######## design 1 ########
### Clock network drawn from the DEF, design 1

Scale: 6 px per um.
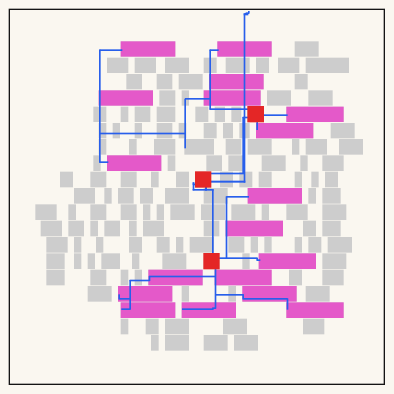

===== src/rtl/ctrl_contador_t.sv =====
// Controller for an external bank of T flip-flops that counts modulo MOD.
// The controller registers its decisions on the rising edge; the bank updates on the falling edge.
module ctrl_contador_t #(
  parameter int WIDTH = 4,
  parameter int MOD   = 10
) (
  input  logic             clk,
  input  logic             clr_n,
  input  logic             start,
  input  logic             stop,
  input  logic             load,
  input  logic             clear,
  input  logic [WIDTH-1:0] load_val,
  input  logic             dir,
  input  logic [WIDTH-1:0] q_fb,
  output logic [WIDTH-1:0] t_o,
  output logic [WIDTH-1:0] clr_o,
  output logic [WIDTH-1:0] prst_o,
  output logic             en_o,
  output logic             busy,
  output logic             tc,
  output logic             err,
  output logic [2:0]       dbg_state
);

  localparam logic [WIDTH-1:0] TOP     = WIDTH'(MOD - 1);
  localparam logic [WIDTH:0]   MOD_EXT = (WIDTH + 1)'(MOD);

  typedef enum logic [2:0] {
    IDLE  = 3'd0,
    RUN   = 3'd1,
    PAUSE = 3'd2,
    LOAD  = 3'd3,
    CLR   = 3'd4
  } state_t;

  state_t           state;
  state_t           state_nx;
  logic [WIDTH-1:0] t_nx;
  logic [WIDTH-1:0] clr_nx;
  logic [WIDTH-1:0] prst_nx;
  logic             tc_nx;
  logic             err_nx;
  logic             over;
  logic [WIDTH-1:0] load_sat;

  // Ripple toggle pattern: bit i toggles when every lower bit is 1 (up) or 0 (down).
  function automatic logic [WIDTH-1:0] step_mask(input logic [WIDTH-1:0] q, input logic up);
    logic [WIDTH-1:0] m;
    logic             carry;
    m     = '0;
    carry = 1'b1;
    for (int i = 0; i < WIDTH; i++) begin
      m[i]  = carry;
      carry = carry & (up ? q[i] : ~q[i]);
    end
    return m;
  endfunction

  always_comb begin
    over     = ({1'b0, load_val} >= MOD_EXT);
    load_sat = over ? TOP : load_val;
  end

  // Next state: clear > load > stop > start.
  always_comb begin
    state_nx = state;
    if (clear) begin
      state_nx = CLR;
    end else if (load) begin
      state_nx = LOAD;
    end else begin
      case (state)
        IDLE:    if (start) state_nx = RUN;
        RUN:     if (stop)  state_nx = PAUSE;
        PAUSE:   if (start) state_nx = RUN;
        LOAD:    state_nx = PAUSE;
        CLR:     state_nx = IDLE;
        default: state_nx = IDLE;
      endcase
    end
  end

  // Bank drive for the cycle being entered, computed from the settled q_fb.
  always_comb begin
    t_nx    = '0;
    clr_nx  = '0;
    prst_nx = '0;
    tc_nx   = 1'b0;
    err_nx  = 1'b0;
    case (state_nx)
      RUN: begin
        if (dir) begin
          if (q_fb == TOP) begin
            clr_nx = '1;
            tc_nx  = 1'b1;
          end else begin
            t_nx = step_mask(q_fb, 1'b1);
          end
        end else begin
          if (q_fb == '0) begin
            prst_nx = TOP;
            clr_nx  = ~TOP;
            tc_nx   = 1'b1;
          end else begin
            t_nx = step_mask(q_fb, 1'b0);
          end
        end
      end
      LOAD: begin
        prst_nx = load_sat;
        clr_nx  = ~load_sat;
        err_nx  = over;
      end
      CLR: begin
        clr_nx = '1;
      end
      default: begin
        t_nx = '0;
      end
    endcase
  end

  always_ff @(posedge clk or negedge clr_n) begin
    if (!clr_n) begin
      state  <= IDLE;
      t_o    <= '0;
      clr_o  <= '1;
      prst_o <= '0;
      en_o   <= 1'b1;
      busy   <= 1'b0;
      tc     <= 1'b0;
      err    <= 1'b0;
    end else begin
      state  <= state_nx;
      t_o    <= t_nx;
      clr_o  <= clr_nx;
      prst_o <= prst_nx;
      en_o   <= 1'b1;
      busy   <= (state_nx == RUN);
      tc     <= tc_nx;
      err    <= err_nx;
    end
  end

  assign dbg_state = state;

  // A bit must never be cleared and preset at once.
  a_no_clr_prst: assert property (@(posedge clk) disable iff (!clr_n) (clr_o & prst_o) == '0);

endmodule


===== config.mk =====
export PLATFORM = sky130hd
export DESIGN_NAME = ctrl_contador_t
export DESIGN_NICKNAME = d
export VERILOG_FILES = /design/src/rtl/ctrl_contador_t.sv
export SDC_FILE = /design/constraint.sdc
export NUM_CORES = 1
export LEC_CHECK = 0
export ABC_AREA = 1
export CAP_MARGIN = 20
export CELL_PAD_IN_SITES_DETAIL_PLACEMENT = 1
export CELL_PAD_IN_SITES_GLOBAL_PLACEMENT = 1
export CORE_MARGIN = 3
export CORE_UTILIZATION = 27
export DETAILED_ROUTE_END_ITERATION = 8
export PLACE_DENSITY = 0.8
export SYNTH_ARGS = -nofsm -noshare
export SYNTH_HDL_FRONTEND = slang
export SYNTH_SLANG_ARGS = --single-unit

===== constraint.sdc =====
create_clock -name clk -period 1.2 [get_ports clk]
set_clock_uncertainty 0.2 [all_clocks]
set_input_delay 0.3 -clock clk [delete_from_list [all_inputs] [get_ports clk]]
set_output_delay 0.3 -clock clk [all_outputs]
set_load 0.02 [all_outputs]

######## design 2 ########
File: config.mk
export PLATFORM = sky130hd
export DESIGN_NAME = uart_lite_responder
export DESIGN_NICKNAME = d
export VERILOG_FILES = /design/src/rtl/uart_lite_responder.sv
export SDC_FILE = /design/constraint.sdc
export NUM_CORES = 1
export LEC_CHECK = 0
export ABC_AREA = 1
export CAP_MARGIN = 30
export CORE_MARGIN = 2
export CORE_UTILIZATION = 55
export CTS_CLUSTER_SIZE = 10
export DETAILED_ROUTE_END_ITERATION = 10
export HOLD_SLACK_MARGIN = 0.02
export PLACE_DENSITY_LB_ADDON = 0.3
export RECOVER_POWER = 50
export SKIP_LAST_GASP = 1
export SLEW_MARGIN = 20
export SYNTH_ARGS = -nofsm -noshare
export SYNTH_HDL_FRONTEND = slang
export SYNTH_SLANG_ARGS = --single-unit
File: constraint.sdc
create_clock -name clk -period 2.7 [get_ports clk]
set_input_delay 0.675 -clock clk [delete_from_list [all_inputs] [get_ports clk]]
set_output_delay 0.675 -clock clk [all_outputs]
set_load 0.03 [all_outputs]
File: src/rtl/uart_lite_responder.sv
// uart_lite_responder: AXI4-Lite slave with the UART-Lite register map, backed by RX/TX byte FIFOs.
// Revision 1.0 - initial release.
`default_nettype none

module uart_lite_fifo #(
  parameter int DEPTH = 16,
  parameter int BITS  = 4
) (
  input  logic            clk,
  input  logic            rstn,
  input  logic            flush_i,
  input  logic            push_i,
  input  logic [7:0]      din_i,
  input  logic            pop_i,
  output logic [7:0]      head_o,
  output logic [BITS:0]   count_o,
  output logic            full_o,
  output logic            empty_o
);
  localparam logic [BITS-1:0] PTR_ONE   = {{(BITS-1){1'b0}}, 1'b1};
  localparam logic [BITS:0]   CNT_ONE   = {{BITS{1'b0}}, 1'b1};
  localparam logic [BITS:0]   CNT_DEPTH = (BITS+1)'(DEPTH);

  logic [7:0]      mem_q [DEPTH];
  logic [BITS-1:0] wr_ptr_q, rd_ptr_q;
  logic [BITS:0]   count_q;
  logic            do_push, do_pop;

  assign full_o  = (count_q == CNT_DEPTH);
  assign empty_o = (count_q == '0);
  assign count_o = count_q;
  assign head_o  = empty_o ? 8'h00 : mem_q[rd_ptr_q];

  // A push into a full FIFO is refused even when a pop frees a slot this cycle.
  assign do_push = push_i && !full_o;
  assign do_pop  = pop_i && !empty_o;

  always_ff @(posedge clk) begin
    if (!rstn || flush_i) begin
      wr_ptr_q <= '0;
      rd_ptr_q <= '0;
      count_q  <= '0;
    end else begin
      if (do_push) wr_ptr_q <= wr_ptr_q + PTR_ONE;
      if (do_pop)  rd_ptr_q <= rd_ptr_q + PTR_ONE;
      case ({do_push, do_pop})
        2'b10:   count_q <= count_q + CNT_ONE;
        2'b01:   count_q <= count_q - CNT_ONE;
        default: count_q <= count_q;
      endcase
    end
  end

  always_ff @(posedge clk) begin
    if (do_push) mem_q[wr_ptr_q] <= din_i;
  end
endmodule

module uart_lite_responder #(
  parameter int FIFO_DEPTH = 16,
  parameter int FIFO_BITS  = 4
) (
  input  logic        clk,
  input  logic        rstn,
  input  logic [3:0]  s_axi_awaddr,
  input  logic        s_axi_awvalid,
  output logic        s_axi_awready,
  input  logic [31:0] s_axi_wdata,
  input  logic [3:0]  s_axi_wstrb,
  input  logic        s_axi_wvalid,
  output logic        s_axi_wready,
  output logic [1:0]  s_axi_bresp,
  output logic        s_axi_bvalid,
  input  logic        s_axi_bready,
  input  logic [3:0]  s_axi_araddr,
  input  logic        s_axi_arvalid,
  output logic        s_axi_arready,
  output logic [31:0] s_axi_rdata,
  output logic [1:0]  s_axi_rresp,
  output logic        s_axi_rvalid,
  input  logic        s_axi_rready,
  input  logic [7:0]  rx_in_data,
  input  logic        rx_in_vld,
  input  logic        rx_in_frame,
  input  logic        rx_in_par,
  output logic [7:0]  tx_out_data,
  output logic        tx_out_vld,
  input  logic        tx_out_rdy,
  output logic        interrupt
);
  localparam logic [1:0] RESP_OKAY   = 2'b00;
  localparam logic [1:0] RESP_SLVERR = 2'b10;

  typedef enum logic [0:0] {W_IDLE = 1'b0, W_RESP = 1'b1} wstate_t;
  typedef enum logic [0:0] {R_IDLE = 1'b0, R_RESP = 1'b1} rstate_t;

  wstate_t     wstate_q, wstate_d;
  rstate_t     rstate_q, rstate_d;
  logic        awready_q, awready_d, wready_q, wready_d, arready_q, arready_d;
  logic        aw_got_q, aw_got_d, w_got_q, w_got_d;
  logic [1:0]  awsel_q, awsel_d;
  logic [7:0]  wbyte_q, wbyte_d;
  logic        wstrb0_q, wstrb0_d;
  logic        bvalid_q, bvalid_d, rvalid_q, rvalid_d;
  logic [1:0]  bresp_q, bresp_d;
  logic [7:0]  rdata_q, rdata_d;
  logic        intr_en_q, intr_en_d;
  logic        par_q, par_d, frame_q, frame_d, ovr_q, ovr_d;
  logic        rx_valid_prev_q, tx_empty_prev_q, intr_q;

  logic        aw_fire, w_fire, ar_fire;
  logic [1:0]  wr_sel;
  logic [7:0]  wr_byte;
  logic        wr_strb0;
  logic        tx_push, tx_flush, rx_flush, rx_pop, stat_clr, rx_accept;
  logic [7:0]  rx_head, tx_head, stat;
  logic [FIFO_BITS:0] rx_count, tx_count;
  logic        rx_full, rx_empty, tx_full, tx_empty, rx_valid;
  logic        unused_bits;

  assign unused_bits = ^{s_axi_awaddr[1:0], s_axi_wdata[31:8], s_axi_wstrb[3:1],
                         s_axi_araddr[1:0], rx_count, tx_count};

  uart_lite_fifo #(.DEPTH(FIFO_DEPTH), .BITS(FIFO_BITS)) u_rx_fifo (
    .clk(clk), .rstn(rstn), .flush_i(rx_flush), .push_i(rx_in_vld), .din_i(rx_in_data),
    .pop_i(rx_pop), .head_o(rx_head), .count_o(rx_count), .full_o(rx_full), .empty_o(rx_empty)
  );

  uart_lite_fifo #(.DEPTH(FIFO_DEPTH), .BITS(FIFO_BITS)) u_tx_fifo (
    .clk(clk), .rstn(rstn), .flush_i(tx_flush), .push_i(tx_push), .din_i(wr_byte),
    .pop_i(tx_out_vld && tx_out_rdy), .head_o(tx_head), .count_o(tx_count),
    .full_o(tx_full), .empty_o(tx_empty)
  );

  assign rx_valid  = !rx_empty;
  assign stat      = {par_q, frame_q, ovr_q, intr_en_q, tx_full, tx_empty, rx_full, rx_valid};
  assign aw_fire   = s_axi_awready && s_axi_awvalid;
  assign w_fire    = s_axi_wready && s_axi_wvalid;
  assign ar_fire   = s_axi_arready && s_axi_arvalid;
  assign rx_accept = rx_in_vld && !rx_full;

  // A beat latched earlier takes precedence over the bus, which may already carry the next one.
  assign wr_sel   = aw_got_q ? awsel_q  : s_axi_awaddr[3:2];
  assign wr_byte  = w_got_q  ? wbyte_q  : s_axi_wdata[7:0];
  assign wr_strb0 = w_got_q  ? wstrb0_q : s_axi_wstrb[0];

  always_comb begin
    wstate_d  = wstate_q;
    aw_got_d  = aw_got_q;
    w_got_d   = w_got_q;
    awsel_d   = awsel_q;
    wbyte_d   = wbyte_q;
    wstrb0_d  = wstrb0_q;
    bvalid_d  = bvalid_q;
    bresp_d   = bresp_q;
    intr_en_d = intr_en_q;
    tx_push   = 1'b0;
    tx_flush  = 1'b0;
    rx_flush  = 1'b0;
    case (wstate_q)
      W_IDLE: begin
        if (aw_fire) begin
          aw_got_d = 1'b1;
          awsel_d  = s_axi_awaddr[3:2];
        end
        if (w_fire) begin
          w_got_d  = 1'b1;
          wbyte_d  = s_axi_wdata[7:0];
          wstrb0_d = s_axi_wstrb[0];
        end
        if ((aw_got_q || aw_fire) && (w_got_q || w_fire)) begin
          aw_got_d  = 1'b0;
          w_got_d   = 1'b0;
          bvalid_d  = 1'b1;
          bresp_d   = RESP_OKAY;
          wstate_d  = W_RESP;
          case (wr_sel)
            2'b01: begin
              if (tx_full) bresp_d = RESP_SLVERR;
              else         tx_push = wr_strb0;
            end
            2'b11: begin
              if (wr_strb0) begin
                tx_flush  = wr_byte[0];
                rx_flush  = wr_byte[1];
                intr_en_d = wr_byte[4];
              end
            end
            default: bresp_d = RESP_SLVERR;
          endcase
        end
      end
      W_RESP: begin
        if (s_axi_bready) begin
          bvalid_d = 1'b0;
          wstate_d = W_IDLE;
        end
      end
      default: wstate_d = W_IDLE;
    endcase
    awready_d = (wstate_d == W_IDLE) && !aw_got_d;
    wready_d  = (wstate_d == W_IDLE) && !w_got_d;
  end

  always_comb begin
    rstate_d = rstate_q;
    rvalid_d = rvalid_q;
    rdata_d  = rdata_q;
    rx_pop   = 1'b0;
    stat_clr = 1'b0;
    case (rstate_q)
      R_IDLE: begin
        if (ar_fire) begin
          rvalid_d = 1'b1;
          rstate_d = R_RESP;
          case (s_axi_araddr[3:2])
            2'b00: begin
              rdata_d = rx_head;
              rx_pop  = !rx_empty;
            end
            2'b10: begin
              rdata_d  = stat;
              stat_clr = 1'b1;
            end
            default: rdata_d = 8'h00;
          endcase
        end
      end
      R_RESP: begin
        if (s_axi_rready) begin
          rvalid_d = 1'b0;
          rstate_d = R_IDLE;
        end
      end
      default: rstate_d = R_IDLE;
    endcase
    arready_d = (rstate_d == R_IDLE);
  end

  // New errors are OR-ed in after the clear so a same-cycle error survives a STAT read.
  always_comb begin
    par_d   = (stat_clr ? 1'b0 : par_q)   | (rx_accept && rx_in_par);
    frame_d = (stat_clr ? 1'b0 : frame_q) | (rx_accept && rx_in_frame);
    ovr_d   = (stat_clr ? 1'b0 : ovr_q)   | (rx_in_vld && rx_full);
  end

  always_ff @(posedge clk) begin
    if (!rstn) begin
      wstate_q        <= W_IDLE;
      rstate_q        <= R_IDLE;
      awready_q       <= 1'b0;
      wready_q        <= 1'b0;
      arready_q       <= 1'b0;
      aw_got_q        <= 1'b0;
      w_got_q         <= 1'b0;
      awsel_q         <= 2'b00;
      wbyte_q         <= 8'h00;
      wstrb0_q        <= 1'b0;
      bvalid_q        <= 1'b0;
      bresp_q         <= RESP_OKAY;
      rvalid_q        <= 1'b0;
      rdata_q         <= 8'h00;
      intr_en_q       <= 1'b0;
      par_q           <= 1'b0;
      frame_q         <= 1'b0;
      ovr_q           <= 1'b0;
      rx_valid_prev_q <= 1'b0;
      tx_empty_prev_q <= 1'b1;
      intr_q          <= 1'b0;
    end else begin
      wstate_q        <= wstate_d;
      rstate_q        <= rstate_d;
      awready_q       <= awready_d;
      wready_q        <= wready_d;
      arready_q       <= arready_d;
      aw_got_q        <= aw_got_d;
      w_got_q         <= w_got_d;
      awsel_q         <= awsel_d;
      wbyte_q         <= wbyte_d;
      wstrb0_q        <= wstrb0_d;
      bvalid_q        <= bvalid_d;
      bresp_q         <= bresp_d;
      rvalid_q        <= rvalid_d;
      rdata_q         <= rdata_d;
      intr_en_q       <= intr_en_d;
      par_q           <= par_d;
      frame_q         <= frame_d;
      ovr_q           <= ovr_d;
      rx_valid_prev_q <= rx_valid;
      tx_empty_prev_q <= tx_empty;
      intr_q          <= intr_en_q && ((rx_valid && !rx_valid_prev_q) ||
                                       (tx_empty && !tx_empty_prev_q));
    end
  end

  assign s_axi_awready = awready_q;
  assign s_axi_wready  = wready_q;
  assign s_axi_arready = arready_q;
  assign s_axi_bvalid  = bvalid_q;
  assign s_axi_bresp   = bresp_q;
  assign s_axi_rvalid  = rvalid_q;
  assign s_axi_rdata   = {24'h000000, rdata_q};
  assign s_axi_rresp   = RESP_OKAY;
  assign tx_out_data   = tx_head;
  assign tx_out_vld    = !tx_empty;
  assign interrupt     = intr_q;
endmodule

`default_nettype wire

### Wiring heat map, design 2

Scale: 2 px per um. 33 x 33 tiles, from white (low) to dark blue (high), scaled to the fullest tile. Values are wire area over tile area, all layers added.
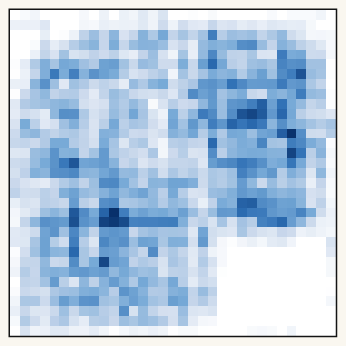
densest ninth of the die: middle right
nearly empty tiles: 14%
mean over tiles: 0.20
emptiest ninth of the die: lower right
tiles over half the peak: 20%
fullest tile: 0.66
DR WL/cell: 18.9 um
Total GRT Usage: 24.9%
WL final: 33.0 mm
DR vias: 9739

==> Changelog: implementation, design 2 <==
### Implementation results

- Ports: ~110
- Fin util: 66.4%
- Pre-CTS setup slack: -382 ps
- Final setup viols: 7
- Worst reg2reg path depth: 13
- Minimum clock period: about 2800 ps
- Dominant cell by count in the synthesized netlist: edfxtp_1
- Worst-path maximum fanout: 9
- CP endpoint: tx_out_data[1]
- Inverters: about 100
- Port buffer count: about 55
- Synth async-reset ratio: 0%
- Slew Limit Headroom: 42.7%
- Status: finished with violations
- Synthesis-to-finish area growth: 19.3%
- CTS H-tree lvls: 2
- Share of power burned in registers: 41.8%
- Worst slew pin tran: ~860 ps
- Final setup margin: -131 ps
- Failing checks: negative setup slack
### Close-up of the layout, design 1

Region (16, 4) to (46, 34) um. Cells in gray, sequential cells in the stronger gray; small squares are vias.
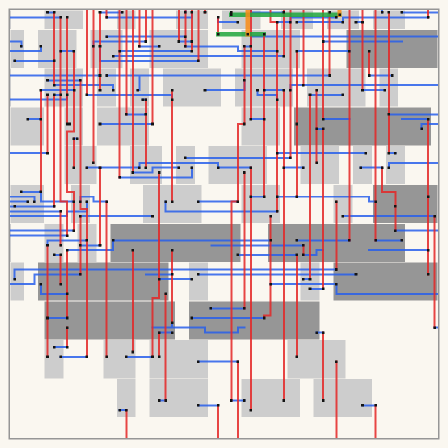
| layer | color |
|---|---|
| M4 | orange |
| M1 | blue |
| M3 | green |
| M2 | red |
cells with their middle in the window: 48
most frequent: buf_6 (8), dfrtp_1 (6), inv_2 (5)
netlist names of flops here include: t_o (4)
sequential cells in the window: 8

Notes on 'Clock network drawn from the DEF' of design 1 above:
[flip-flops] magenta | count: 18
[clock-net drivers] red | count: 3
[clock wires] blue | length: 222 um
routed clock nets: 4
clock latency on the worst-skew pair: 290 ps
clock share of power: 26.7%

==> Changelog: implementation, design 1 <==
### Implementation results

- Crit Reg-Reg Endpoint: prst_o[2]
- Pre-CTS setup slack: -613 ps
- Syn avg cell area: slightly below 9 um^2
- Dominant cell by count in the synthesized netlist: inv_1
- Port buffer count: 32
- Top FF cell, synth: dfrtp_1
- Cell taking the most area after synthesis: dfrtp_1
- Max VDD drop: approximately 0.39 mV
- WL final: approximately 2.8 mm
- Minimum clock period: ~1500 ps
- Register clock-pin slew on the reported worst setup and hold paths: 100 ps
- Flops: 18
- Adder and majority cell fraction of the synthesized area: 0%
- Top cells by count: 19 x inv_1, 14 x dfrtp_1, 13 x nand2_1
- Max-area cell class: buffers
- Max stage delay on crit path: about 550 ps
- CTS Sinks: 18
- Failing checks: negative setup slack
- Clock buffers and inverters, area share: around 2.4%
- Final setup margin: -259 ps
- Routed length on met2: between 1.5 and 2 mm
- Final-report hold violation count: 0
- Seq/total area: roughly 30%
- Status: finished with violations
- Final setup viols: 35
- Ports: 34

######## design 3 ########
### Logic cells by family, design 3

Scale: 2 px per um.
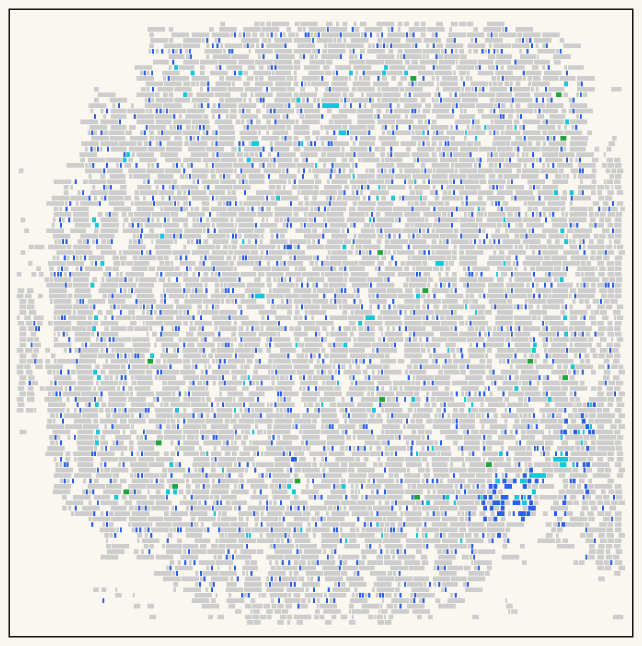

[config.mk]
export PLATFORM = sky130hd
export DESIGN_NAME = writeback_regfile_flat
export DESIGN_NICKNAME = d
export VERILOG_FILES = /design/src/rtl/riscv_pkg.sv /design/src/rtl/writeback_regfile_if.sv /design/src/rtl/result_mux.sv /design/src/rtl/writeback_regfile.sv /design/src/flat_wrapper.sv
export SDC_FILE = /design/constraint.sdc
export NUM_CORES = 2
export LEC_CHECK = 0
export CORE_AREA = 3 3 308 310
export CTS_BUF_LIST = sky130_fd_sc_hd__clkbuf_4
export CTS_CLUSTER_DIAMETER = 100
export DETAILED_ROUTE_END_ITERATION = 16
export DIE_AREA = 0 0 311 313
export PLACE_DENSITY = 0.77
export SLEW_MARGIN = 20
export SYNTH_ARGS = -nofsm -noshare
export SYNTH_HDL_FRONTEND = slang
export SYNTH_SLANG_ARGS = --single-unit
[constraint.sdc]
create_clock -name clk -period 7.2 [get_ports clk]
set_input_delay 1.08 -clock clk [delete_from_list [all_inputs] [get_ports clk]]
set_output_delay 1.08 -clock clk [all_outputs]
set_load 0.1 [all_outputs]
[src/rtl/riscv_pkg.sv]
// riscv_pkg: shared widths, register-file constants and result-select encodings for the writeback stage.
package riscv_pkg;
  localparam int XLEN = 32;
  localparam int NREG = 32;
  localparam int ADDR_W = 5;
  localparam logic [ADDR_W-1:0] REG_ZERO = 5'd0;
  typedef enum logic [1:0] {
    RES_ALU = 2'b00,
    RES_MEM = 2'b01,
    RES_PC4 = 2'b10,
    RES_IMM = 2'b11
  } res_src_e;
endpackage

[src/rtl/writeback_regfile_if.sv]
// writeback_regfile_if: MEM/WB fields, decode read ports and writeback observation signals.
interface writeback_regfile_if;
  import riscv_pkg::*;
  logic              regWriteW;
  logic [1:0]        resultSrcW;
  logic [ADDR_W-1:0] RdW;
  logic [XLEN-1:0]   ALUResultW;
  logic [XLEN-1:0]   ReadDataW;
  logic [XLEN-1:0]   PCPlus4W;
  logic [XLEN-1:0]   extImmW;
  logic [ADDR_W-1:0] Rs1D;
  logic [ADDR_W-1:0] Rs2D;
  logic [XLEN-1:0]   RD1D;
  logic [XLEN-1:0]   RD2D;
  logic [XLEN-1:0]   ResultW;
  logic [31:0]       wbCount;
  modport master (
    output regWriteW, resultSrcW, RdW, ALUResultW, ReadDataW, PCPlus4W, extImmW, Rs1D, Rs2D,
    input  RD1D, RD2D, ResultW, wbCount
  );
  modport slave (
    input  regWriteW, resultSrcW, RdW, ALUResultW, ReadDataW, PCPlus4W, extImmW, Rs1D, Rs2D,
    output RD1D, RD2D, ResultW, wbCount
  );
endinterface

[src/rtl/result_mux.sv]
// result_mux: pure 4:1 writeback result select, shared with the forwarding unit.
module result_mux
  import riscv_pkg::*;
(
  input  logic [1:0]      sel,
  input  logic [XLEN-1:0] alu,
  input  logic [XLEN-1:0] mem,
  input  logic [XLEN-1:0] pc4,
  input  logic [XLEN-1:0] imm,
  output logic [XLEN-1:0] result
);
  always_comb begin
    result = sel == RES_ALU ? alu : sel == RES_MEM ? mem : sel == RES_PC4 ? pc4 : imm;
  end
endmodule

[src/rtl/writeback_regfile.sv]
// writeback_regfile: RV32I writeback select, x1..x31 register file, two async read ports, commit counter.
// Define WB_BYPASS_EN to make same-cycle reads of the register being committed return ResultW.
module writeback_regfile
  import riscv_pkg::*;
(
  input logic clk,
  input logic rst,
  writeback_regfile_if.slave bus
);
  logic [XLEN-1:0] regs [NREG];
  logic [31:0] count;
  logic commit, hit1, hit2;
  result_mux u_result_mux (
    .sel   (bus.resultSrcW),
    .alu   (bus.ALUResultW),
    .mem   (bus.ReadDataW),
    .pc4   (bus.PCPlus4W),
    .imm   (bus.extImmW),
    .result(bus.ResultW)
  );
  assign commit = bus.regWriteW && bus.RdW != REG_ZERO;
`ifdef WB_BYPASS_EN
  assign hit1 = commit && bus.Rs1D == bus.RdW;
  assign hit2 = commit && bus.Rs2D == bus.RdW;
`else
  assign hit1 = 1'b0;
  assign hit2 = 1'b0;
`endif
  always_ff @(posedge clk or negedge rst) begin
    if (!rst) begin
      for (int i = 0; i < NREG; i++) regs[i] <= '0;
      count <= '0;
    end else if (commit) begin
      regs[bus.RdW] <= bus.ResultW;
      count <= count + 32'd1;
    end
  end
  // x0 is forced to zero on read, so its array slot is never consulted
  always_comb begin
    bus.RD1D = bus.Rs1D == REG_ZERO ? '0 : hit1 ? bus.ResultW : regs[bus.Rs1D];
    bus.RD2D = bus.Rs2D == REG_ZERO ? '0 : hit2 ? bus.ResultW : regs[bus.Rs2D];
    bus.wbCount = count;
  end
endmodule

[src/flat_wrapper.sv]
// flat-port wrapper written by rule: the top's interface ports become plain ports
module writeback_regfile_flat import riscv_pkg::*;
  (clk, rst, bus_regWriteW, bus_resultSrcW, bus_RdW, bus_ALUResultW, bus_ReadDataW, bus_PCPlus4W, bus_extImmW, bus_Rs1D, bus_Rs2D, bus_RD1D, bus_RD2D, bus_ResultW, bus_wbCount);
  writeback_regfile_if bus_i ();
  input logic clk;
  input logic rst;
  input wire logic [$bits(bus_i.regWriteW)-1:0] bus_regWriteW;
  input wire logic [$bits(bus_i.resultSrcW)-1:0] bus_resultSrcW;
  input wire logic [$bits(bus_i.RdW)-1:0] bus_RdW;
  input wire logic [$bits(bus_i.ALUResultW)-1:0] bus_ALUResultW;
  input wire logic [$bits(bus_i.ReadDataW)-1:0] bus_ReadDataW;
  input wire logic [$bits(bus_i.PCPlus4W)-1:0] bus_PCPlus4W;
  input wire logic [$bits(bus_i.extImmW)-1:0] bus_extImmW;
  input wire logic [$bits(bus_i.Rs1D)-1:0] bus_Rs1D;
  input wire logic [$bits(bus_i.Rs2D)-1:0] bus_Rs2D;
  output wire logic [$bits(bus_i.RD1D)-1:0] bus_RD1D;
  output wire logic [$bits(bus_i.RD2D)-1:0] bus_RD2D;
  output wire logic [$bits(bus_i.ResultW)-1:0] bus_ResultW;
  output wire logic [$bits(bus_i.wbCount)-1:0] bus_wbCount;
  assign bus_i.regWriteW = bus_regWriteW;
  assign bus_i.resultSrcW = bus_resultSrcW;
  assign bus_i.RdW = bus_RdW;
  assign bus_i.ALUResultW = bus_ALUResultW;
  assign bus_i.ReadDataW = bus_ReadDataW;
  assign bus_i.PCPlus4W = bus_PCPlus4W;
  assign bus_i.extImmW = bus_extImmW;
  assign bus_i.Rs1D = bus_Rs1D;
  assign bus_i.Rs2D = bus_Rs2D;
  assign bus_RD1D = bus_i.RD1D;
  assign bus_RD2D = bus_i.RD2D;
  assign bus_ResultW = bus_i.ResultW;
  assign bus_wbCount = bus_i.wbCount;
  writeback_regfile u_core (.clk(clk), .rst(rst), .bus(bus_i));
endmodule
######## design 4 ########
**config.mk**
```make
export PLATFORM = sky130hd
export DESIGN_NAME = an_encoder_30bits
export DESIGN_NICKNAME = d
export VERILOG_FILES = /design/src/rtl/an_encoder_30bits.sv
export SDC_FILE = /design/constraint.sdc
export NUM_CORES = 1
export LEC_CHECK = 0
export CAP_MARGIN = 10
export CORE_MARGIN = 3
export CORE_UTILIZATION = 50
export CTS_BUF_LIST = sky130_fd_sc_hd__clkbuf_2 sky130_fd_sc_hd__clkbuf_4 sky130_fd_sc_hd__clkbuf_8
export CTS_CLUSTER_DIAMETER = 150
export DETAILED_ROUTE_END_ITERATION = 10
export GPL_ROUTABILITY_DRIVEN = 0
export PLACE_DENSITY = 0.72
export SLEW_MARGIN = 20
export SYNTH_ARGS = -nofsm -noshare
export SYNTH_HDL_FRONTEND = slang
export SYNTH_SLANG_ARGS = --single-unit
```
**constraint.sdc**
```tcl
create_clock -name clk -period 4 [get_ports clk]
set_input_delay 0.4 -clock clk [delete_from_list [all_inputs] [get_ports clk]]
set_output_delay 0.4 -clock clk [all_outputs]
set_load 0.01 [all_outputs]
```
**src/rtl/an_encoder_30bits.sv**
```systemverilog
// an_encoder_30bits: sequential AN-code encoder, W = A * N.
//
// A shift-and-add multiplier builds the codeword one bit of A per cycle. It
// always runs the full A_BITS iterations. An optional single arithmetic-weight
// error (+/- 2^inj_pos) can be added to the codeword so that the matching SEC
// decoder can be exercised end-to-end.
//
// Ports:
//   clk, rst_n           clock (rising edge), synchronous active-low reset
//   in_valid / in_ready  input handshake for N and the injection fields
//   N                    data word (N_BITS)
//   inj_en               add an error to the codeword
//   inj_sign             0: +2^inj_pos, 1: -2^inj_pos
//   inj_pos              error bit position (POS_BITS)
//   out_valid/out_ready  output handshake for W
//   W                    codeword, possibly carrying the injected error
//   inj_flag             an error was actually applied to W
module an_encoder_30bits #(
  parameter int unsigned A        = 83,
  parameter int unsigned A_BITS   = 7,
  parameter int unsigned N_BITS   = 31,
  parameter int unsigned W_BITS   = 38,
  parameter int unsigned POS_BITS = 6
) (
  input  logic                clk,
  input  logic                rst_n,
  input  logic                in_valid,
  output logic                in_ready,
  input  logic [N_BITS-1:0]   N,
  input  logic                inj_en,
  input  logic                inj_sign,
  input  logic [POS_BITS-1:0] inj_pos,
  output logic                out_valid,
  input  logic                out_ready,
  output logic [W_BITS-1:0]   W,
  output logic                inj_flag
);

  localparam int unsigned         CntW    = (A_BITS > 1) ? $clog2(A_BITS) : 1;
  localparam logic [A_BITS-1:0]   AVec    = A_BITS'(A);
  localparam logic [CntW-1:0]     CntLast = CntW'(A_BITS - 1);
  localparam logic [W_BITS-1:0]   WOne    = {{(W_BITS-1){1'b0}}, 1'b1};

  typedef enum logic [1:0] {StIdle, StMul, StInj, StDone} state_e;

  state_e                state_q, state_d;
  logic [N_BITS-1:0]     n_q, n_d;
  logic                  inj_en_q, inj_en_d;
  logic                  inj_sign_q, inj_sign_d;
  logic [POS_BITS-1:0]   inj_pos_q, inj_pos_d;
  logic [W_BITS-1:0]     acc_q, acc_d;
  logic [CntW-1:0]       cnt_q, cnt_d;
  logic [W_BITS-1:0]     w_q, w_d;
  logic                  flag_q, flag_d;
  logic                  out_valid_q, out_valid_d;

  logic [W_BITS-1:0]     addend;
  logic [W_BITS-1:0]     err;
  logic                  pos_ok;

  // Partial product for the current bit of A, formed at full codeword width.
  assign addend = {{(W_BITS-N_BITS){1'b0}}, n_q} << cnt_q;
  assign err    = WOne << inj_pos_q;
  // Positions beyond the codeword are silently ignored.
  assign pos_ok = (32'(inj_pos_q) < W_BITS);

  always_comb begin
    state_d     = state_q;
    n_d         = n_q;
    inj_en_d    = inj_en_q;
    inj_sign_d  = inj_sign_q;
    inj_pos_d   = inj_pos_q;
    acc_d       = acc_q;
    cnt_d       = cnt_q;
    w_d         = w_q;
    flag_d      = flag_q;
    out_valid_d = out_valid_q;
    unique case (state_q)
      StIdle: begin
        if (in_valid) begin
          n_d        = N;
          inj_en_d   = inj_en;
          inj_sign_d = inj_sign;
          inj_pos_d  = inj_pos;
          acc_d      = '0;
          cnt_d      = '0;
          state_d    = StMul;
        end
      end
      StMul: begin
        if (AVec[cnt_q]) acc_d = acc_q + addend;
        cnt_d = cnt_q + 1'b1;
        if (cnt_q == CntLast) state_d = StInj;
      end
      StInj: begin
        if (inj_en_q && pos_ok) begin
          // Modulo-2^W_BITS arithmetic gives the required wrap-around.
          w_d    = inj_sign_q ? (acc_q - err) : (acc_q + err);
          flag_d = 1'b1;
        end else begin
          w_d    = acc_q;
          flag_d = 1'b0;
        end
        out_valid_d = 1'b1;
        state_d     = StDone;
      end
      StDone: begin
        // A concurrent in_valid is left pending until IDLE.
        if (out_ready) begin
          out_valid_d = 1'b0;
          state_d     = StIdle;
        end
      end
      default: state_d = StIdle;
    endcase
  end

  always_ff @(posedge clk) begin
    if (!rst_n) begin
      state_q     <= StIdle;
      n_q         <= '0;
      inj_en_q    <= 1'b0;
      inj_sign_q  <= 1'b0;
      inj_pos_q   <= '0;
      acc_q       <= '0;
      cnt_q       <= '0;
      w_q         <= '0;
      flag_q      <= 1'b0;
      out_valid_q <= 1'b0;
    end else begin
      state_q     <= state_d;
      n_q         <= n_d;
      inj_en_q    <= inj_en_d;
      inj_sign_q  <= inj_sign_d;
      inj_pos_q   <= inj_pos_d;
      acc_q       <= acc_d;
      cnt_q       <= cnt_d;
      w_q         <= w_d;
      flag_q      <= flag_d;
      out_valid_q <= out_valid_d;
    end
  end

  assign in_ready  = (state_q == StIdle) && rst_n;
  assign out_valid = out_valid_q;
  assign W         = w_q;
  assign inj_flag  = flag_q;

endmodule

```
######## design 5 ########
--- src/rtl/acumulador_csa_seq.sv ---
// rtl/acumulador_csa_seq.sv - carry-save multi-operand packet accumulator with valid/ready handshakes
// Optional CPA_PIPE_EN: splits the final carry-propagate add over two cycles.
module acumulador_csa_seq #(
    parameter int N  = 8,
    parameter int G  = 2,
    parameter int CW = 8
) (
    input  logic              clk,
    input  logic              rst,
    input  logic              in_valid,
    output logic              in_ready,
    input  logic              in_last,
    input  logic [N-1:0]      A,
    input  logic [N-1:0]      B,
    input  logic [N-1:0]      C,
    output logic              out_valid,
    input  logic              out_ready,
    output logic [N+G-1:0]    soma,
    output logic              Carry,
    output logic [CW-1:0]     n_beats
);
    localparam int W = N + G;

    typedef enum logic [1:0] {ST_ACC, ST_RES, ST_RES2, ST_OUT} state_t;

    state_t         state_q;
    logic [W-1:0]   s_q, cy_q;
    logic           ovf_q;
    logic [CW-1:0]  cnt_q;
    logic [W-1:0]   soma_q;
    logic           carry_q;
    logic [CW-1:0]  n_beats_q;
    logic           out_valid_q;

    logic [W-1:0]   a_x, b_x, c_x;
    logic [W-1:0]   s1, s2, s_d;
    logic [W:0]     c1, c2, c3;
    logic [W-1:0]   cy_d;
    logic           ovf_d;

    // Three 3:2 stages reduce {S, Cy, A, B, C} to a new redundant pair; bit W of each
    // shifted carry is weight 2^W and is only remembered in the sticky overflow.
    always_comb begin
        a_x   = {{G{1'b0}}, A};
        b_x   = {{G{1'b0}}, B};
        c_x   = {{G{1'b0}}, C};
        s1    = s_q ^ cy_q ^ a_x;
        c1    = {(s_q & cy_q) | (s_q & a_x) | (cy_q & a_x), 1'b0};
        s2    = s1 ^ c1[W-1:0] ^ b_x;
        c2    = {(s1 & c1[W-1:0]) | (s1 & b_x) | (c1[W-1:0] & b_x), 1'b0};
        s_d   = s2 ^ c2[W-1:0] ^ c_x;
        c3    = {(s2 & c2[W-1:0]) | (s2 & c_x) | (c2[W-1:0] & c_x), 1'b0};
        cy_d  = c3[W-1:0];
        ovf_d = ovf_q | c1[W] | c2[W] | c3[W];
    end

`ifdef CPA_PIPE_EN
    localparam int L = (W + 1) / 2;
    localparam int H = W - L;
    logic [L-1:0]   lo_q;
    logic           lo_c_q;
    logic [L:0]     cpa_lo;
    logic [H:0]     cpa_hi;
    assign cpa_lo = {1'b0, s_q[L-1:0]} + {1'b0, cy_q[L-1:0]};
    assign cpa_hi = {1'b0, s_q[W-1:L]} + {1'b0, cy_q[W-1:L]} + {{H{1'b0}}, lo_c_q};
`else
    logic [W:0]     cpa_full;
    assign cpa_full = {1'b0, s_q} + {1'b0, cy_q};
`endif

    assign in_ready  = (state_q == ST_ACC) & ~rst;
    assign out_valid = out_valid_q;
    assign soma      = soma_q;
    assign Carry     = carry_q;
    assign n_beats   = n_beats_q;

    always_ff @(posedge clk or posedge rst) begin
        if (rst) begin
            state_q     <= ST_ACC;
            s_q         <= '0;
            cy_q        <= '0;
            ovf_q       <= 1'b0;
            cnt_q       <= '0;
            soma_q      <= '0;
            carry_q     <= 1'b0;
            n_beats_q   <= '0;
            out_valid_q <= 1'b0;
`ifdef CPA_PIPE_EN
            lo_q        <= '0;
            lo_c_q      <= 1'b0;
`endif
        end else begin
            case (state_q)
                ST_ACC: begin
                    if (in_valid) begin
                        s_q   <= s_d;
                        cy_q  <= cy_d;
                        ovf_q <= ovf_d;
                        if (cnt_q != '1)
                            cnt_q <= cnt_q + CW'(1);
                        if (in_last)
                            state_q <= ST_RES;
                    end
                end
`ifdef CPA_PIPE_EN
                ST_RES: begin
                    lo_q    <= cpa_lo[L-1:0];
                    lo_c_q  <= cpa_lo[L];
                    state_q <= ST_RES2;
                end
                ST_RES2: begin
                    soma_q      <= {cpa_hi[H-1:0], lo_q};
                    carry_q     <= ovf_q | cpa_hi[H];
                    n_beats_q   <= cnt_q;
                    out_valid_q <= 1'b1;
                    state_q     <= ST_OUT;
                end
`else
                ST_RES: begin
                    soma_q      <= cpa_full[W-1:0];
                    carry_q     <= ovf_q | cpa_full[W];
                    n_beats_q   <= cnt_q;
                    out_valid_q <= 1'b1;
                    state_q     <= ST_OUT;
                end
`endif
                ST_OUT: begin
                    // Published result stays in soma/Carry/n_beats; only the accumulator clears.
                    if (out_ready) begin
                        s_q         <= '0;
                        cy_q        <= '0;
                        ovf_q       <= 1'b0;
                        cnt_q       <= '0;
                        out_valid_q <= 1'b0;
                        state_q     <= ST_ACC;
                    end
                end
                default: state_q <= ST_ACC;
            endcase
        end
    end
endmodule
--- config.mk ---
export PLATFORM = sky130hd
export DESIGN_NAME = acumulador_csa_seq
export DESIGN_NICKNAME = d
export VERILOG_FILES = /design/src/rtl/acumulador_csa_seq.sv
export SDC_FILE = /design/constraint.sdc
export NUM_CORES = 1
export LEC_CHECK = 0
export ABC_CLOCK_PERIOD_IN_PS = 5760
export CAP_MARGIN = 10
export CORE_MARGIN = 2
export CORE_UTILIZATION = 35
export DETAILED_ROUTE_END_ITERATION = 12
export GPL_TIMING_DRIVEN = 0
export MAX_ROUTING_LAYER = met4
export PLACE_DENSITY = 0.57
export SYNTH_ARGS = -nofsm -noshare
export SYNTH_HDL_FRONTEND = slang
export SYNTH_SLANG_ARGS = --single-unit
export TNS_END_PERCENT = 1
--- constraint.sdc ---
create_clock -name clk -period 5.76 [get_ports clk]
set_input_delay 0.576 -clock clk [delete_from_list [all_inputs] [get_ports clk]]
set_output_delay 0.576 -clock clk [all_outputs]
set_load 0.02 [all_outputs]
######## design 6 ########
File: src/rtl/lcd_bus_arbiter.sv
// lcd_bus_arbiter: owns the 4-bit HD44780 bus. Runs the power-up init
// sequence after reset, then serves byte writes from two requesters. Each
// byte goes out as a high-nibble strobe followed by a low-nibble strobe.
// Every nibble strobe has three phases of STEP_CYCLES clocks each:
// P0 (E low), P1 (data/RS driven, E low) and P2 (E high).
// Optional build macro ARB_FIXED_PRIO_EN: requester 0 always wins a tie.
// Without it, ties are broken round-robin.
module lcd_bus_arbiter #(
    parameter int STEP_CYCLES = 1000000
) (
    input  logic       clk,
    input  logic       rst_n,
    input  logic       valid0,
    input  logic       rs0,
    input  logic [7:0] byte0,
    output logic       ready0,
    input  logic       valid1,
    input  logic       rs1,
    input  logic [7:0] byte1,
    output logic       ready1,
    output logic       busy,
    output logic       init_done,
    output logic       LCD_RS,
    output logic       LCD_W,
    output logic       LCD_E,
    output logic [3:0] data
);
    localparam int CW = $clog2(STEP_CYCLES);
    localparam logic [CW-1:0] CNT_MAX = CW'(STEP_CYCLES - 1);
    localparam logic [3:0] LAST_INIT = 4'd13;

    typedef enum logic [1:0] {ST_INIT, ST_IDLE, ST_SEND_HI, ST_SEND_LO} state_t;

    state_t          state_q, state_d;
    logic [CW-1:0]   cnt_q, cnt_d;
    logic [1:0]      phase_q, phase_d;
    logic [3:0]      nib_q, nib_d;
    logic [3:0]      data_q, data_d;
    logic            rs_q, rs_d;
    logic [7:0]      byte_q, byte_d;
    logic            rsl_q, rsl_d;
    logic            init_done_q, init_done_d;
    logic            sel1;
    logic [3:0]      cur_nib;
    logic            cur_rs;
`ifndef ARB_FIXED_PRIO_EN
    logic            grant_q, grant_d;
`endif

    // Init nibbles: 8-bit/4-bit wake-up, function set, display on, clear, entry mode.
    function automatic logic [3:0] init_nibble(input logic [3:0] idx);
        case (idx)
            4'd0, 4'd1, 4'd2: init_nibble = 4'h3;
            4'd3, 4'd4:       init_nibble = 4'h2;
            4'd5, 4'd12:      init_nibble = 4'h8;
            4'd7:             init_nibble = 4'h6;
            4'd9:             init_nibble = 4'hC;
            4'd11:            init_nibble = 4'h1;
            default:          init_nibble = 4'h0;
        endcase
    endfunction

    // Tie-break: select requester 1 when only it is valid, or when both are and it is its turn.
`ifdef ARB_FIXED_PRIO_EN
    assign sel1 = valid1 & ~valid0;
`else
    assign sel1 = valid1 & (~valid0 | grant_q);
`endif

    // Next-state: arbitration in IDLE, phase/nibble sequencing elsewhere.
    always_comb begin
        state_d     = state_q;
        cnt_d       = cnt_q;
        phase_d     = phase_q;
        nib_d       = nib_q;
        data_d      = data_q;
        rs_d        = rs_q;
        byte_d      = byte_q;
        rsl_d       = rsl_q;
        init_done_d = init_done_q;
        ready0      = 1'b0;
        ready1      = 1'b0;
        cur_nib     = 4'h0;
        cur_rs      = 1'b0;
`ifndef ARB_FIXED_PRIO_EN
        grant_d     = grant_q;
`endif
        case (state_q)
            ST_INIT:    cur_nib = init_nibble(nib_q);
            ST_SEND_HI: begin cur_nib = byte_q[7:4]; cur_rs = rsl_q; end
            ST_SEND_LO: begin cur_nib = byte_q[3:0]; cur_rs = rsl_q; end
            default:    ;
        endcase

        if (state_q == ST_IDLE) begin
            cnt_d   = '0;
            phase_d = 2'd0;
            ready0  = valid0 & ~sel1;
            ready1  = valid1 & sel1;
            if (ready0 | ready1) begin
                byte_d  = ready1 ? byte1 : byte0;
                rsl_d   = ready1 ? rs1 : rs0;
                state_d = ST_SEND_HI;
`ifndef ARB_FIXED_PRIO_EN
                grant_d = ready0;  // next tie goes to the one not just served
`endif
            end
        end else if (cnt_q != CNT_MAX) begin
            cnt_d = cnt_q + 1'b1;
        end else begin
            cnt_d = '0;
            case (phase_q)
                2'd0: begin
                    phase_d = 2'd1;
                    data_d  = cur_nib;
                    rs_d    = cur_rs;
                end
                2'd1: phase_d = 2'd2;
                default: begin
                    // End of P2: E falls here and the LCD latches the nibble.
                    phase_d = 2'd0;
                    case (state_q)
                        ST_INIT: begin
                            if (nib_q == LAST_INIT) begin
                                nib_d       = 4'd0;
                                state_d     = ST_IDLE;
                                init_done_d = 1'b1;
                            end else begin
                                nib_d = nib_q + 4'd1;
                            end
                        end
                        ST_SEND_HI: state_d = ST_SEND_LO;
                        default:    state_d = ST_IDLE;
                    endcase
                end
            endcase
        end
    end

    // State registers; reset restarts the init sequence and kills any strobe.
    always_ff @(posedge clk or negedge rst_n) begin
        if (!rst_n) begin
            state_q     <= ST_INIT;
            cnt_q       <= '0;
            phase_q     <= 2'd0;
            nib_q       <= 4'd0;
            data_q      <= 4'h0;
            rs_q        <= 1'b0;
            byte_q      <= 8'h00;
            rsl_q       <= 1'b0;
            init_done_q <= 1'b0;
        end else begin
            state_q     <= state_d;
            cnt_q       <= cnt_d;
            phase_q     <= phase_d;
            nib_q       <= nib_d;
            data_q      <= data_d;
            rs_q        <= rs_d;
            byte_q      <= byte_d;
            rsl_q       <= rsl_d;
            init_done_q <= init_done_d;
        end
    end

`ifndef ARB_FIXED_PRIO_EN
    // Round-robin pointer: 0 favours requester 0 on a tie.
    always_ff @(posedge clk or negedge rst_n) begin
        if (!rst_n) grant_q <= 1'b0;
        else        grant_q <= grant_d;
    end
`endif

    assign busy      = (state_q != ST_IDLE);
    assign LCD_E     = busy & (phase_q == 2'd2);
    assign LCD_RS    = rs_q;
    assign LCD_W     = 1'b0;
    assign data      = data_q;
    assign init_done = init_done_q;
endmodule

File: config.mk
export PLATFORM = sky130hd
export DESIGN_NAME = lcd_bus_arbiter
export DESIGN_NICKNAME = d
export VERILOG_FILES = /design/src/rtl/lcd_bus_arbiter.sv
export SDC_FILE = /design/constraint.sdc
export NUM_CORES = 1
export LEC_CHECK = 0
export ABC_CLOCK_PERIOD_IN_PS = 3000
export CORE_MARGIN = 1
export CORE_UTILIZATION = 57
export CTS_BUF_LIST = sky130_fd_sc_hd__clkbuf_4 sky130_fd_sc_hd__clkbuf_8
export DETAILED_ROUTE_END_ITERATION = 12
export PLACE_DENSITY = 0.82
export SLEW_MARGIN = 20
export SYNTH_ARGS = -nofsm -noshare
export SYNTH_HDL_FRONTEND = slang
export SYNTH_SLANG_ARGS = --single-unit
File: constraint.sdc
create_clock -name clk -period 3 [get_ports clk]
set_input_delay 0.75 -clock clk [delete_from_list [all_inputs] [get_ports clk]]
set_output_delay 0.75 -clock clk [all_outputs]
set_load 0.03 [all_outputs]

==> notes/layouts.md <==
Pictures saved along the way, in no particular order.

Routing congestion map.
picture 1
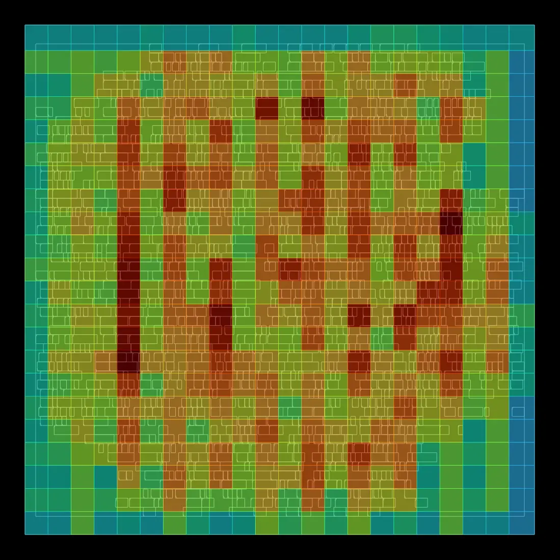
picture 2
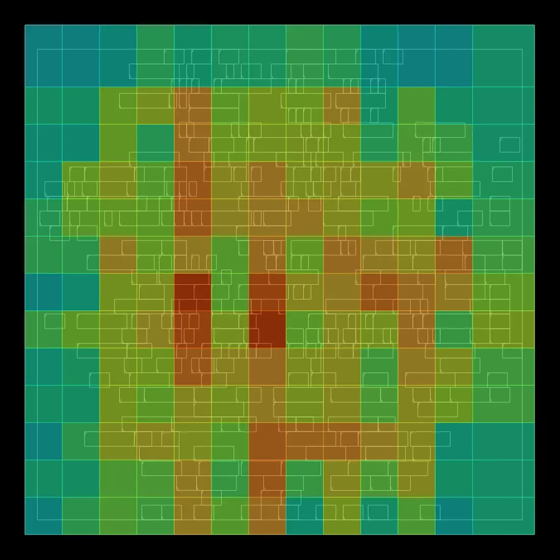
picture 3
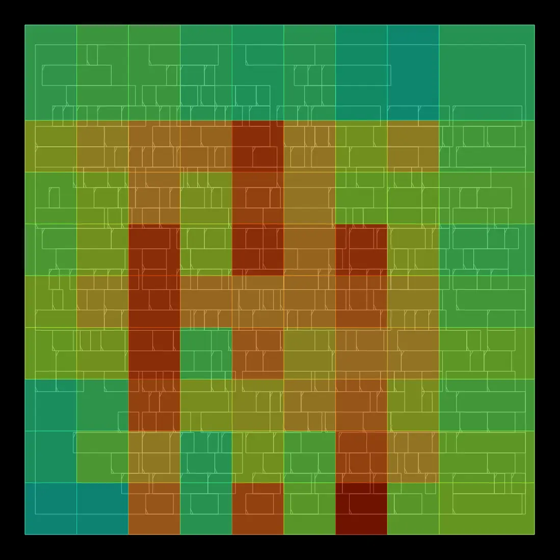
picture 4
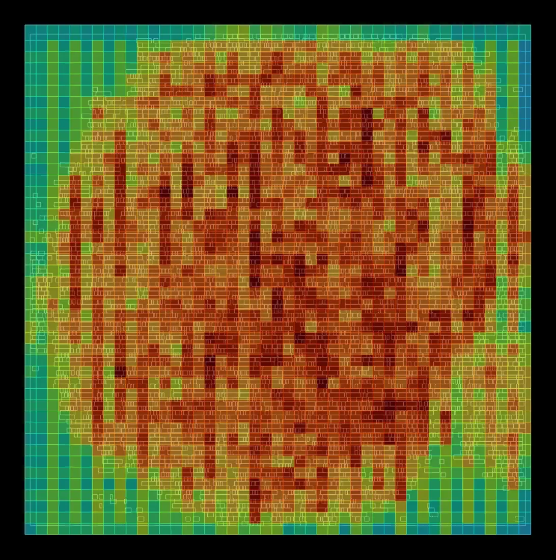
Design 3 is picture 4.
Design 5 is picture 2.
Design 4 is picture 1.
Design 6 is picture 3.
Of these, most wire per cell: picture 4

### M4 wires, design 4

Scale: 3 px per um. Supply wires on this layer in gray.
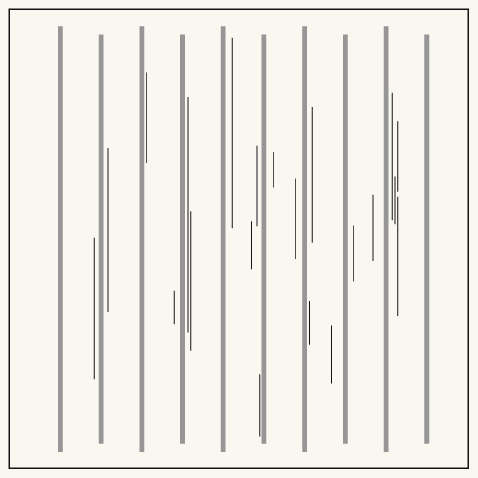
longest straight run: 78.2 um
nets with wire on the layer: 16
WL final: 30.6 mm
DR vias: 10900

==> Changelog: implementation, design 4 <==
### Implementation results

- Initial antenna violation count: 0
- Fp util: around half
- Worst Path Buf+Inv: 3
- Inverters: 28
- Mux area share: 8.52%
- Dominant cell by count in the synthesized netlist: nand2_1
- Setup CP Type: register to register
- Clock buffers and inverters, area share: 3.29%
- Max layer used: met4
- Hold Startpoint: N[2]
- Synthesis-to-finish area growth: 20.2%
- Met2 usage: about two fifths
- Gate power share: slightly above 60%
- Final hold slack: 461 ps
- Pin count of the biggest net entering global routing: 86
- Final-layout non-clock buffer area share: 12.1%
- P_leak: 5.25 nW
- Yosys reg bits: between 100 and 150
- CTS tree: done
- Routed length on met2: about 14 mm
- Port buffer count: just over 80
- Status: finished clean
- Worst Path Arrival: 4230 ps
- CP Cell Sequence: inv_1 -> nand2_1 -> nor2_1 -> buf_4 -> nor2_1 -> a31oi_1 -> o221ai_2 -> ha_4 -> a21oi_1 -> o21ai_1 -> a211oi_1 -> o21ai_1 -> a31oi_4 -> buf_4 -> o211ai_1 -> a21oi_1 -> xor2_1 -> a31oi_1
- Yosys aoi share: approximately 28%
- Pre-CTS setup slack: around 28 ps
- Minimum clock period: 3920 ps
- HPWL after DPL: 22.6 mm
- Sequential power: 1.70 mW
- CTS H-tree lvls: 4
- Hold Buf Count CTS: 0
- Xor+xnor area frac: roughly 5.3%
- Ports: about 84
- WP data required: about 4300 ps
- Max frequency: approximately 260 MHz
- Syn avg cell area: between 7 and 8 um^2
- DR WL/cell: 16.8 um
- Most frequent cells in the layout: 257 x nand2_1, 145 x a21oi_1, 118 x dfxtp_1
- Most frequent logic cell in the layout: nand2_1
- Critical path depth: 18
- Global Route met3 Usage: 4.69%
- Crit Reg-Reg Endpoint: W[30]
- Max stage delay on crit path: about 370 ps
- Layout Cells excl Fill: between 1500 and 2000
- EDFF count, synth: 0
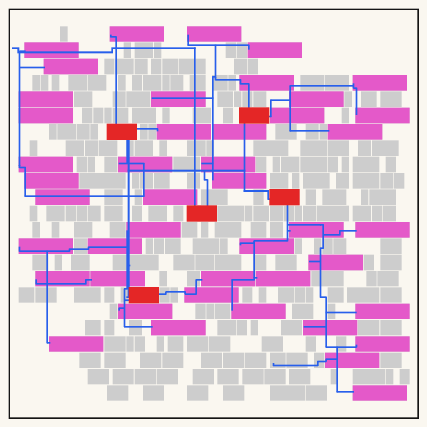
*Clock network drawn from the DEF, design 6*
Scale: 6 px per um.
[clock wires] blue | length: 515 um
[clock-net drivers] red | count: 5
[flip-flops] magenta | count: 44
flops lie: widely spread
Worst Skew: 7.53 ps
clock share of power: 38.0%
clock group power: 0.396 mW
clock latency on the worst-skew pair: 290 ps

### Logic cells by family, design 6

Scale: 8 px per um.
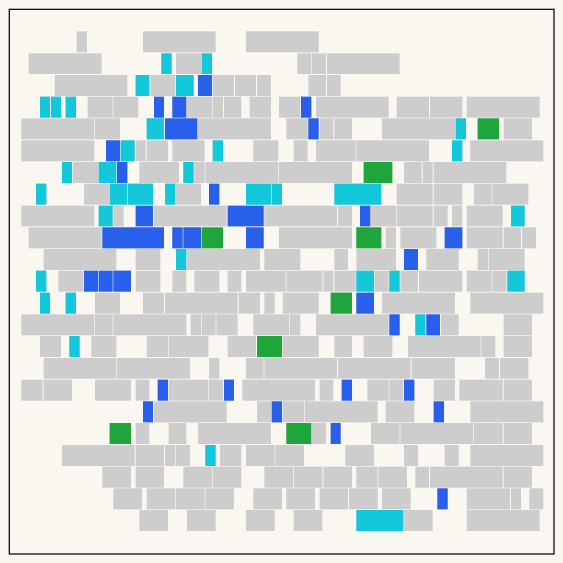
| family | color | cells |
|---|---|---|
| nand cells | blue | 33 |
| nor cells | cyan | 35 |
| non-inverting ao/oa cells | green | 8 |
Comb area share: 43.5%
Layout Cells excl Fill: 330

==> Changelog: implementation, design 6 <==
### Implementation results

- Routed length on met2: 2.38 mm
- Setup crit start kind: primary input
- Met2 usage: between 40% and 50%
- Status: finished clean
- Hold Buf Count CTS: 0
- Critical path depth: 5
- GRT Residual Overflow: 0
- Drt pass-1 iters: 4
- Biggest regs: cnt_q (20), byte_q (8)
- Ports: 33
- Worst slew pin tran: 969 ps
- Worst-case clock buffer depth: 2
- Mux area share: under 10%
- Max-area cell share: roughly 44%
- Most Used Layer, Global Route: met2
- Yosys cell count: ~250
- Max FFs per register: 20
- Synth async-reset ratio: 100%
- WP data required: approximately 2300 ps
- Seq/total area: between 30% and 40%
- ANT cells: 0
- Final setup viols: 0
- CLK BUF: 8
- Port buffer count: 31
- Dominant comb cell: simple AND/OR/NAND/NOR gates
- CTS Sinks: between 40 and 50
- Tool warnings: 35
- Most frequent logic cell in the layout: dfrtp_1
- Hold Startpoint: init_done
- Worst Hold Path EP: init_done
- Vias per cell: about 5.8
- Max-area cell class: combinational gates
- Placed cells: around 320
- Basic Gates by Area: 20.1%
- Wire length on met1: between 2 and 2.5 mm
- Die Width: a little under 70 um
- CP startpoint: valid0
- RSZ-0062 raised after global routing: no
- Most frequent cells in the layout: 44 x dfrtp_1, 29 x clkdlybuf4s50_1, 21 x nor2_1
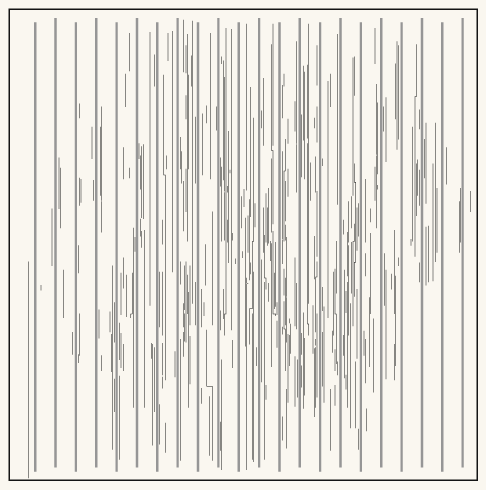
*M4 wires, design 3*
Scale: 1.5 px per um. Supply wires on this layer in gray.
wire length on this layer: 11900 um
main direction: vertical
longest straight run: 201 um
DR vias: 43700
WL final: 178 mm

## Picture notes: 'Logic cells by family' of design 3
| family | color | cells |
|---|---|---|
| non-inverting ao/oa cells | green | 15 |
| nand cells | blue | 1112 |
| nor cells | cyan | 129 |
Comb area share: 42.8%
most frequent logic cell in the layout: nand2_1
Layout Cells excl Fill: 6512

==> Changelog: implementation, design 3 <==
### Implementation results

- Minimum clock period: 6180 ps
- Setup CP Type: primary input to output pin
- Clock group power: roughly 5.1 mW
- Tool warnings: approximately 48
- P_leak: 27.3 nW
- Most frequent cells in the layout: 1060 x nand2_1, 1056 x dfrtp_1, 789 x o21ai_0
- Worst reg2reg path depth: 5
- Slowest-stage cell, CP: clkdlybuf4s50_1
- Status: finished clean
- DR iter-0 viols: between 5000 and 6000
- Pre-CTS setup slack: about 1300 ps
- Vias per cell: around 6.7
- P_sw: around 6.0 mW
- Dominant cell by count in the synthesized netlist: nand2_1
- Yosys reg bits: 1056
- Crit Reg-Reg Endpoint: u_core.bus.wbCount[31]
- Post-synthesis cell count: 4899
- Core area: ~92000 um^2
- Final setup viols: 0
- CTS H-tree lvls: 5
- Placed cells: 6030
- Std cell rows: around 110
- Worst-path maximum fanout: 23
- CTS Sinks: between 1000 and 1500
- Comb area: roughly 26000 um^2
- Top reg by flops: u_core.regs
### Clock network drawn from the DEF, design 5

Scale: 4 px per um.
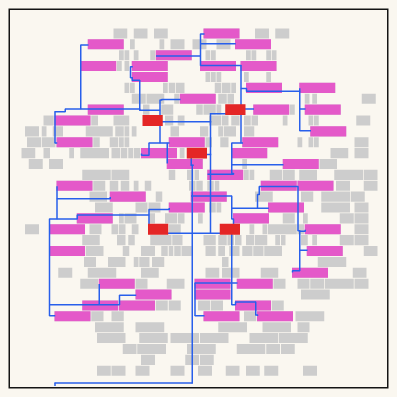
[clock wires] blue | length: 634 um
[flip-flops] magenta | count: 50
[clock-net drivers] red | count: 5
routed clock nets: 6
flops lie: widely spread
clock group power: 0.192 mW
Worst Skew: 6.81 ps
clock share of power: 10.4%
clock latency on the worst-skew pair: 300 ps

==> Changelog: implementation, design 5 <==
### Implementation results

- CTS H-tree lvls: 2
- Synthesized cell area: between 2000 and 3000 um^2
- Die Width: between 90 and 100 um
- Dominant cell by count in the synthesized netlist: dfrtp_1
- Layout Cells excl Fill: 408
- Critical path depth: 5
- Cell taking the most area after synthesis: dfrtp_1
- Logic power comb: ~1.1 mW
- Worst-case clock buffer depth: 2
- Non-clk bufs: a little under 60
- DR WL/cell: 14.9 um
- DRC viols: 0
- Final hold slack: 479 ps
- Hold Buf Count CTS: 0
- R2R Setup Slk: ~3500 ps
- ANT nets after route: 0
- Layout Nets: approximately 380
- Max stage delay on crit path: between 500 and 600 ps
- Comb area share: between 40% and 50%
- Pwr per Cell Area: ~510 nW/um^2
- Share of power burned in registers: 32.0%
- Max VDD drop: 0.168 mV
- Status: finished clean
- ANT cells: 0
- Synth async-reset ratio: 100%


==> screenshots <==
Wiring heat map.
Plate I
Scale: 4 px per um. 19 x 19 tiles, from white (low) to dark blue (high), scaled to the fullest tile. Values are wire area over tile area, all layers added.
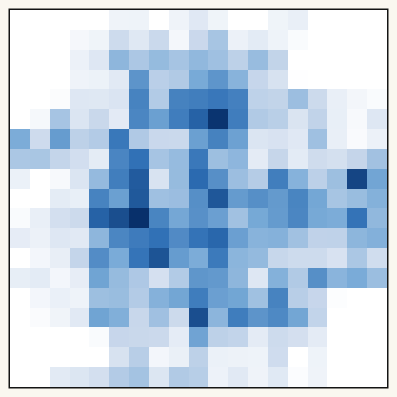
Plate II
Scale: 1 px per um. 31 x 31 tiles, from white (low) to dark blue (high), scaled to the fullest tile. Values are wire area over tile area, all layers added.
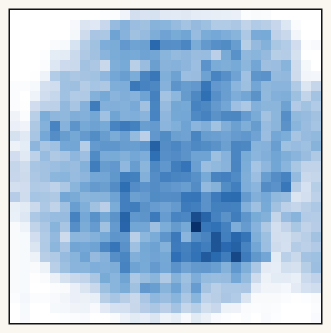
Plate III
Scale: 6 px per um. 14 x 14 tiles, from white (low) to dark blue (high), scaled to the fullest tile. Values are wire area over tile area, all layers added.
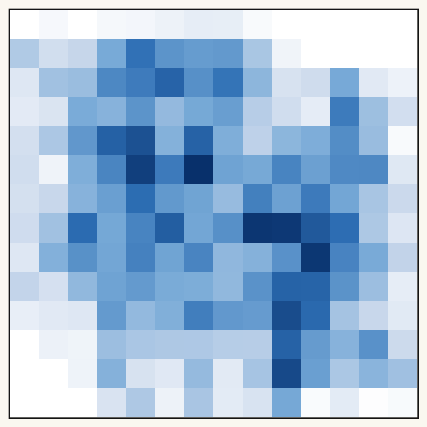
Plate IV
Scale: 2 px per um. 31 x 31 tiles, from white (low) to dark blue (high), scaled to the fullest tile. Values are wire area over tile area, all layers added.
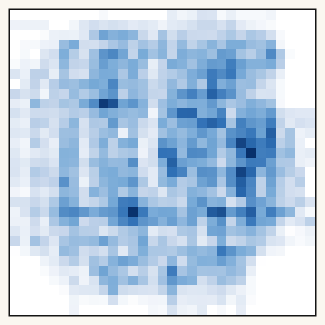
Plate V
Scale: 6 px per um. 12 x 12 tiles, from white (low) to dark blue (high), scaled to the fullest tile. Values are wire area over tile area, all layers added.
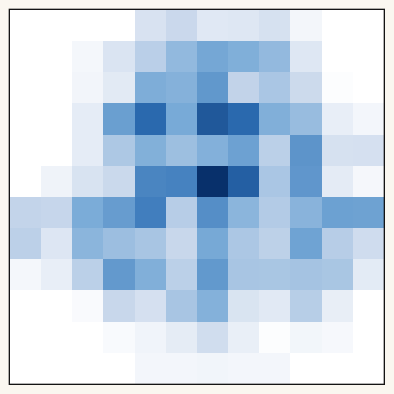
- Plate II = design 3
- Plate V = design 1
- Plate I = design 5
- Plate III = design 6
- Plate IV = design 4


==> layout pictures side by side <==
Close-up of the layout.
panel A
Region (61, 31) to (91, 61) um. Cells in gray, sequential cells in the stronger gray; small squares are vias.
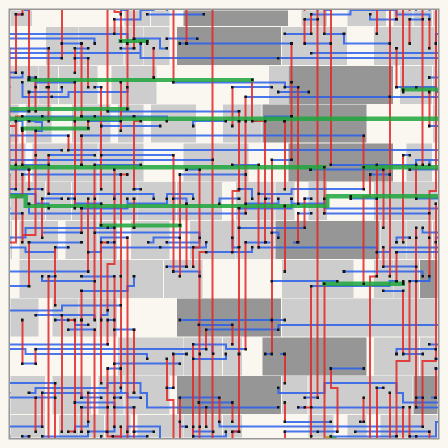
panel B
Region (19, 5) to (49, 35) um. Cells in gray, sequential cells in the stronger gray; small squares are vias.
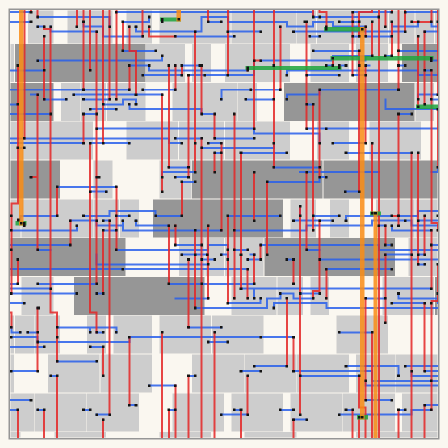
panel C
Region (66, 34) to (96, 64) um. Cells in gray, sequential cells in the stronger gray; small squares are vias.
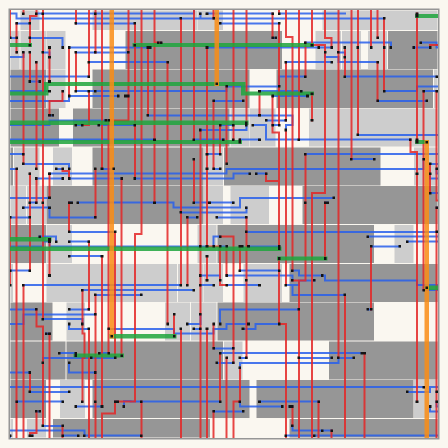
panel D
Region (140, 79) to (170, 109) um. Cells in gray, sequential cells in the stronger gray; small squares are vias.
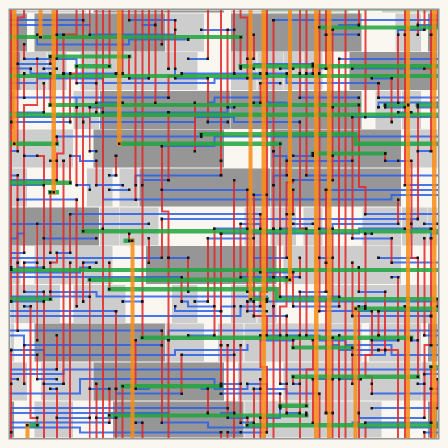
panel E
Region (32, 13) to (62, 43) um. Cells in gray, sequential cells in the stronger gray; small squares are vias.
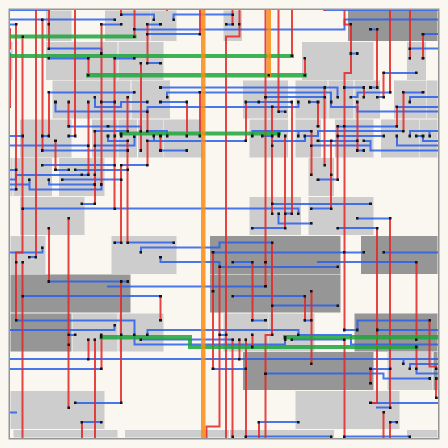
- design 2 = panel C
- design 6 = panel B
- design 4 = panel A
- design 5 = panel E
- design 3 = panel D

Key to panel E:
| layer | color |
|---|---|
| M3 | green |
| M4 | orange |
| M2 | red |
| M1 | blue |
most frequent: dfrtp_1 (7), a22o_1 (6), o21ai_0 (5)
sequential cells in the window: 7
cells with their middle in the window: 46
netlist names of flops here include: cy_q (4), s_q (2)

Power and IR drop assume default switching activity.
